=== div_restore_seq_ctrl ===
div_restore_seq_ctrl/metal_stack.png
The bar under the picture is 20 µm long. Only two layers are drawn.
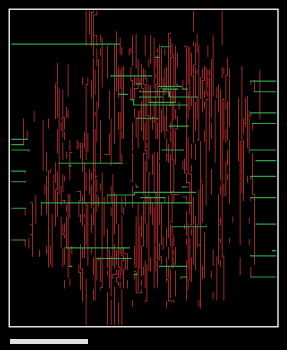

`src/rtl/div_restore_seq_ctrl.sv`:
```
// ---------------------------------------------------------------------------
// div_restore_seq_ctrl
// Iterative restoring divider with its own controller. It computes one
// quotient bit per clock, MSB first, so an N-bit job takes N cycles.
// Use it instead of the unrolled combinational divider wherever a
// multi-cycle result is acceptable.
//
// Ports
//   clk        rising-edge clock
//   rst_n      asynchronous, active-low reset
//   in_valid   job request
//   in_ready   high while idle (and out of reset); a job is taken on
//              in_valid && in_ready
//   dividend   N-bit unsigned dividend, sampled on the input handshake
//   divisor    M-bit unsigned divisor, sampled on the input handshake
//   flush      synchronous abort of the job in flight (ignored when idle)
//   out_valid  result available
//   out_ready  consumer accepts the result
//   q          N-bit quotient
//   rem        M-bit remainder
//   dbz        divide-by-zero flag belonging to the presented result
// ---------------------------------------------------------------------------
module div_restore_seq_ctrl #(
   parameter int N = 8,
   parameter int M = 4
) (
   input  logic         clk,
   input  logic         rst_n,
   input  logic         in_valid,
   output logic         in_ready,
   input  logic [N-1:0] dividend,
   input  logic [M-1:0] divisor,
   input  logic         flush,
   output logic         out_valid,
   input  logic         out_ready,
   output logic [N-1:0] q,
   output logic [M-1:0] rem,
   output logic         dbz
);

   localparam int CW = (N > 1) ? $clog2(N) : 1;

   typedef enum logic [1:0] {
      IDLE = 2'd0,
      RUN  = 2'd1,
      DONE = 2'd2
   } state_t;

   state_t         state_q;

   // Working registers used while a job is running.
   logic [N-1:0]   dvdShift_q;
   logic [N-1:0]   quoWork_q;
   logic [M:0]     partRem_q;
   logic [M-1:0]   dvsr_q;
   logic           dbzWork_q;
   logic [CW-1:0]  count_q;

   // Registered outputs. The result registers are only written when a
   // job completes, so they keep showing the previous result while the
   // next job runs, and are left untouched by a flush.
   logic           inReady_q;
   logic           outValid_q;
   logic [N-1:0]   quo_q;
   logic [M-1:0]   rem_q;
   logic           dbz_q;

   // One restoring step: bring in the next dividend bit, try subtracting
   // the divisor, and keep the difference only when it did not borrow.
   logic [M:0]     trialIn;
   logic [M+1:0]   trialDiff;
   logic           borrow;
   logic [M:0]     partRem_d;
   logic [N-1:0]   quoWork_d;

   // With divisor == 0 the trial never borrows, so the quotient fills with
   // ones and the remainder ends up as the low M dividend bits; that is the
   // defined divide-by-zero result, so no special path is needed.
   always_comb begin
      trialIn   = {partRem_q[M-1:0], dvdShift_q[N-1]};
      trialDiff = {1'b0, trialIn} - {2'b00, dvsr_q};
      borrow    = trialDiff[M+1];
      partRem_d = borrow ? trialIn : trialDiff[M:0];
      quoWork_d = {quoWork_q[N-2:0], ~borrow};
   end

   // Controller and datapath registers. in_ready comes from a register so
   // that it reads 0 during reset and rises on the first edge afterwards.
   always_ff @(posedge clk or negedge rst_n) begin
      if (!rst_n) begin
         state_q    <= IDLE;
         dvdShift_q <= '0;
         quoWork_q  <= '0;
         partRem_q  <= '0;
         dvsr_q     <= '0;
         dbzWork_q  <= 1'b0;
         count_q    <= '0;
         inReady_q  <= 1'b0;
         outValid_q <= 1'b0;
         quo_q      <= '0;
         rem_q      <= '0;
         dbz_q      <= 1'b0;
      end else begin
         case (state_q)
            IDLE: begin
               inReady_q <= 1'b1;
               if (in_valid && inReady_q) begin
                  dvdShift_q <= dividend;
                  dvsr_q     <= divisor;
                  partRem_q  <= '0;
                  quoWork_q  <= '0;
                  dbzWork_q  <= (divisor == '0);
                  count_q    <= CW'(N - 1);
                  inReady_q  <= 1'b0;
                  state_q    <= RUN;
               end
            end

            RUN: begin
               if (flush) begin
                  inReady_q <= 1'b1;
                  state_q   <= IDLE;
               end else begin
                  partRem_q  <= partRem_d;
                  quoWork_q  <= quoWork_d;
                  dvdShift_q <= {dvdShift_q[N-2:0], 1'b0};
                  if (count_q == '0) begin
                     quo_q      <= quoWork_d;
                     rem_q      <= partRem_d[M-1:0];
                     dbz_q      <= dbzWork_q;
                     outValid_q <= 1'b1;
                     state_q    <= DONE;
                  end else begin
                     count_q <= count_q - CW'(1);
                  end
               end
            end

            DONE: begin
               if (flush || out_ready) begin
                  outValid_q <= 1'b0;
                  inReady_q  <= 1'b1;
                  state_q    <= IDLE;
               end
            end

            default: begin
               outValid_q <= 1'b0;
               inReady_q  <= 1'b0;
               state_q    <= IDLE;
            end
         endcase
      end
   end

   assign in_ready  = inReady_q;
   assign out_valid = outValid_q;
   assign q         = quo_q;
   assign rem       = rem_q;
   assign dbz       = dbz_q;

endmodule

```
`config.mk`:
```
export PLATFORM = sky130hd
export DESIGN_NAME = div_restore_seq_ctrl
export DESIGN_NICKNAME = d
export VERILOG_FILES = /design/src/rtl/div_restore_seq_ctrl.sv
export SDC_FILE = /design/constraint.sdc
export NUM_CORES = 1
export LEC_CHECK = 0
export CAP_MARGIN = 20
export CORE_ASPECT_RATIO = 1.2
export CORE_MARGIN = 3
export CORE_UTILIZATION = 45
export DETAILED_ROUTE_END_ITERATION = 10
export GPL_TIMING_DRIVEN = 0
export PLACE_DENSITY = 0.74
export SETUP_SLACK_MARGIN = 0.2
export SLEW_MARGIN = 20
export SYNTH_ARGS = -nofsm -noshare
export SYNTH_HDL_FRONTEND = slang
export SYNTH_SLANG_ARGS = --single-unit
```
`constraint.sdc`:
```
create_clock -name clk -period 1.65 [get_ports clk]
set_input_delay 0.495 -clock clk [delete_from_list [all_inputs] [get_ports clk]]
set_output_delay 0.495 -clock clk [all_outputs]
set_load 0.05 [all_outputs]
```
=== img_rsz_seq_mul ===
**config.mk**
```make
export PLATFORM = sky130hd
export DESIGN_NAME = img_rsz_seq_mul
export DESIGN_NICKNAME = d
export VERILOG_FILES = /design/src/rtl/img_rsz_seq_mul.sv
export SDC_FILE = /design/constraint.sdc
export NUM_CORES = 1
export LEC_CHECK = 0
export CAP_MARGIN = 10
export CORE_MARGIN = 2
export CORE_UTILIZATION = 35
export DETAILED_ROUTE_END_ITERATION = 12
export HOLD_SLACK_MARGIN = 0.15
export SLEW_MARGIN = 20
export SYNTH_ARGS = -nofsm -noshare
export SYNTH_HDL_FRONTEND = slang
export SYNTH_SLANG_ARGS = --single-unit
```
**constraint.sdc**
```tcl
create_clock -name Clk -period 5.93 [get_ports Clk]
set_input_delay 1.186 -clock Clk [delete_from_list [all_inputs] [get_ports Clk]]
set_output_delay 1.186 -clock Clk [all_outputs]
set_load 0.02 [all_outputs]
```
**src/rtl/img_rsz_seq_mul.sv**
```systemverilog
// Sequential shift-and-add multiply-accumulator: Product = Multiplier * Multiplicand + Addend,
// one multiplier bit per cycle, with valid/ready handshakes on both sides.
module img_rsz_seq_mul #(
    parameter int unsigned MULTIPLIER_W   = 8,
    parameter int unsigned MULTIPLICAND_W = 32,
    parameter int unsigned ADDEND_W       = 32,
    parameter int unsigned PRODUCT_W      = 40
) (
    input  logic                      Clk,
    input  logic                      Rst,
    input  logic [MULTIPLIER_W-1:0]   Multiplier,
    input  logic [MULTIPLICAND_W-1:0] Multiplicand,
    input  logic [ADDEND_W-1:0]       Addend,
    input  logic                      BwVld,
    output logic                      BwRdy,
    output logic [PRODUCT_W-1:0]      Product,
    output logic                      Overflow,
    output logic                      FwVld,
    input  logic                      FwRdy
);

    localparam int unsigned MCAND_EXT_W = MULTIPLICAND_W + MULTIPLIER_W;
    localparam int unsigned MAX_A       = (PRODUCT_W > MCAND_EXT_W) ? PRODUCT_W : MCAND_EXT_W;
    localparam int unsigned MAX_B       = (MAX_A > ADDEND_W) ? MAX_A : ADDEND_W;
    // One spare bit above every operand width so the running sum never wraps.
    localparam int unsigned ACC_W       = MAX_B + 1;

    typedef enum logic [1:0] {
        IDLE,
        MUL,
        DONE
    } state_t;

    state_t                   state;
    state_t                   state_nxt;
    logic [MULTIPLIER_W-1:0]  mplr_reg;
    logic [MCAND_EXT_W-1:0]   mcand_reg;
    logic [ACC_W-1:0]         acc;
    logic                     mul_last;

    always_ff @(posedge Clk) begin
        if (Rst) begin
            state <= IDLE;
        end else begin
            state <= state_nxt;
        end
    end

    always_comb begin
        state_nxt = state;
        mul_last  = ((mplr_reg >> 1) == '0);
        case (state)
            IDLE:    if (BwVld) state_nxt = MUL;
            MUL:     if (mul_last) state_nxt = DONE;
            DONE:    if (FwRdy) state_nxt = IDLE;
            default: state_nxt = IDLE;
        endcase
    end

    always_ff @(posedge Clk) begin
        if (Rst) begin
            mplr_reg  <= '0;
            mcand_reg <= '0;
            acc       <= '0;
        end else begin
            case (state)
                IDLE: begin
                    if (BwVld) begin
                        mplr_reg  <= Multiplier;
                        mcand_reg <= MCAND_EXT_W'(Multiplicand);
                        acc       <= ACC_W'(Addend);
                    end
                end
                MUL: begin
                    if (mplr_reg[0]) begin
                        acc <= acc + ACC_W'(mcand_reg);
                    end
                    mplr_reg  <= mplr_reg >> 1;
                    mcand_reg <= mcand_reg << 1;
                end
                default: ;
            endcase
        end
    end

    always_comb begin
        BwRdy    = (state == IDLE);
        FwVld    = (state == DONE);
        Product  = acc[PRODUCT_W-1:0];
        Overflow = |acc[ACC_W-1:PRODUCT_W];
    end

endmodule

```
div_restore_seq_ctrl/final_congestion.png
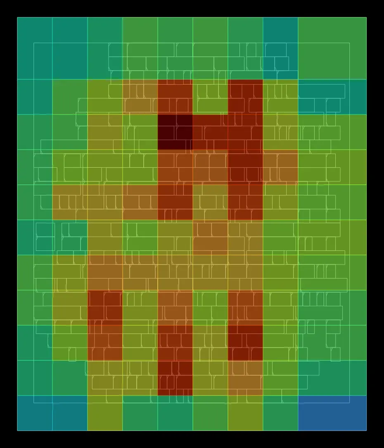
post-layout util: 76.2%
GRT Util Overall: 21.3%
global routing usage on met3: 4.84%
WL per Instance: 17.9 µm

About div_restore_seq_ctrl/metal_stack.png:
| colour | layer | wire length |
|---|---|---|
| green | met3 | 336 µm |
| red | met2 | 2,970 µm |
via count: 1,874
total length of routed wires: 6.00 mm

==> Changelog: implementation, div_restore_seq_ctrl <==
### Physical design

- Result of the run: finished, violations left
- Violations in the final reports: setup timing
- Setup WS post-layout: -0.120 ns
- Number of tap cells inserted: 56
- Power, Total: 6.08 mW
- Power consumed by combinational cells: 3.60 mW
- Clock Sinks: 44
- Mux cell area share after synthesis: 5.96%
- Tally of buffers added on design ports: 31
- Worst r2r src: state_q[0]
- Number of fill cells in the layout: 277
- Syn. warnings: 0
- Most common logic cells in the final layout: 41 x sky130_fd_sc_hd__dfrtp_1, 21 x sky130_fd_sc_hd__nand2_1, 20 x sky130_fd_sc_hd__buf_4
- CP startpoint kind: flip-flop
- Clock-pin slew on the worst setup and hold paths: 0.10 ns
- Count of final setup violators: 11
- Share of cell area taken by flip-flops and latches: 33.0%
- Sequential cell area: 1100 µm²
- Net switching power figure: 2.46 mW
- CORE AREA: 4390 µm²
- Fin cells: 335
img_rsz_seq_mul/registers.png
The bar under the picture is 50 µm long.
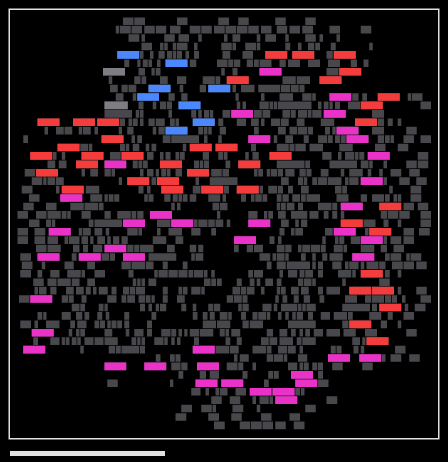
| colour | netlist name | placed flops |
|---|---|---|
| red | `mcand_reg` | 40 |
| magenta | `acc` | 41 |
| blue | `mplr_reg` | 8 |
not coloured: 2
share of cell area taken by flip-flops and latches: 23.0%
post-layout util: 44.4%
sequential cell area: 1820 µm²
sequential group power: 0.754 mW

img_rsz_seq_mul/metal_stack.png
The bar under the picture is 50 µm long. Only two layers are drawn.
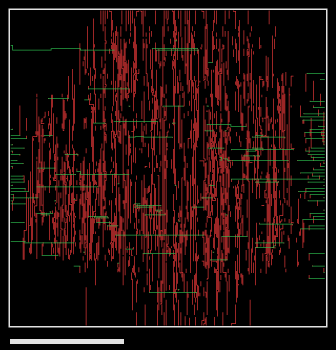
| colour | layer | wire length |
|---|---|---|
| red | met2 | 9,120 µm |
| green | met3 | 987 µm |
total length of routed wires: 20.2 mm
via count: 6,325
GRT Util Overall: 20.6%
WL per Instance: 17.4 µm

==> Changelog: implementation, img_rsz_seq_mul <==
### Physical design

- Net switching power figure: 0.760 mW
- Max Transition Viols Final: 0
- Die boundary height: 138 µm
- Power consumed by combinational cells: 0.767 mW
- Simple-Gate Area Share: 23.4%
- Setup slack on the worst flop-to-flop path: 2.95 ns
- Wire length of the first global-routing pass: 32.2 mm
- Hold bufs inserted after CTS: 0
- Clock buffers: 11
- Cell area power density: 265 nW/µm²
- Non-clock inverter total of the final layout: 17
- Biggest cell category by area in the final layout: logic gates
- #MultiIn Comb: 679
- Remaining global-route overflow: 0
- Number of warning messages in the logs: 26
- Number of tap cells inserted: 229
- Routed met2 length: 9.12 mm
- Fraction of layout cells with a size suffix above 1: 6.45%
- Number of detailed-routing iterations run before antenna repair: 4
- Adder-cell share of the synthesized area: 8.25%
- Buffers from clock root to sink, at most: 2
- Half-perimeter wire length after detailed placement: 14.8 mm
- Leading area contributor after synthesis: sky130_fd_sc_hd__dfxtp_1
- Final sum of negative setup slack: 0 ns
- Async S/R FF share, synth: 0%
- Tally of buffers added on design ports: 118
- Post-route minimum period: 3.22 ns
- Post-synth net total: 962
- Count of final setup violators: 0
- Fraction of power consumed by combinational cells: 36.6%
- Post-CTS resize count: 0
- Max VDD drop: 0.162 mV
- Fin cells: 1,159
- Non-Clock Buffer Count: 128
- Proportion of cell area spent on the clock network: 3.60%
- Most common logic cells in the final layout: 134 x sky130_fd_sc_hd__nor2_1, 117 x sky130_fd_sc_hd__clkdlybuf4s50_1, 106 x sky130_fd_sc_hd__a21oi_1
- Busiest layer in global routing: met2
- Crit end category: flip-flop
- Clk network pwr share: 27.4%
- Power, Total: 2.10 mW
- Result of the run: finished, final reports clean
- Internal power component: 1.34 mW


==> screenshots <==
Cells coloured by class.
image #1
The bar under the picture is 50 µm long. Fill, decap, tap and diode cells in grey.
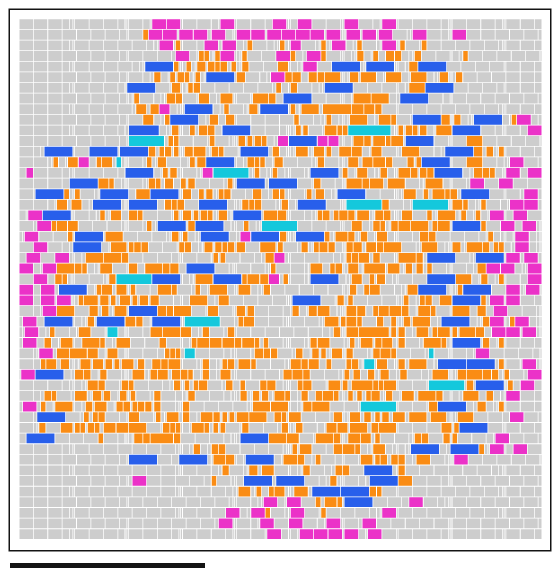
image #2
The bar under the picture is 20 µm long. Fill, decap, tap and diode cells in grey.
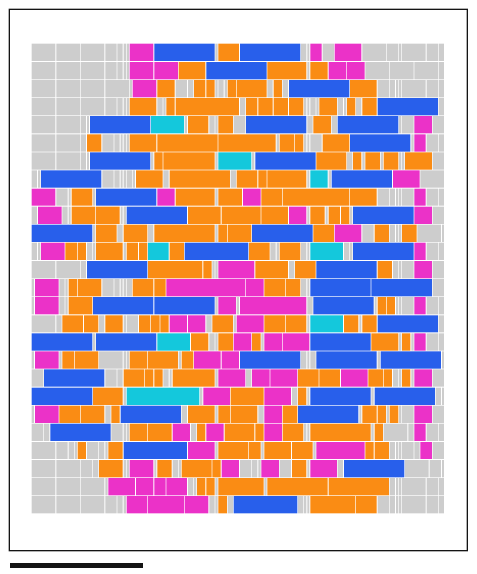
image #2: div_restore_seq_ctrl
image #1: img_rsz_seq_mul
The one with the most sequential cells is image #1.
The one with the largest die is image #1.

Power and IR drop assume default switching activity.
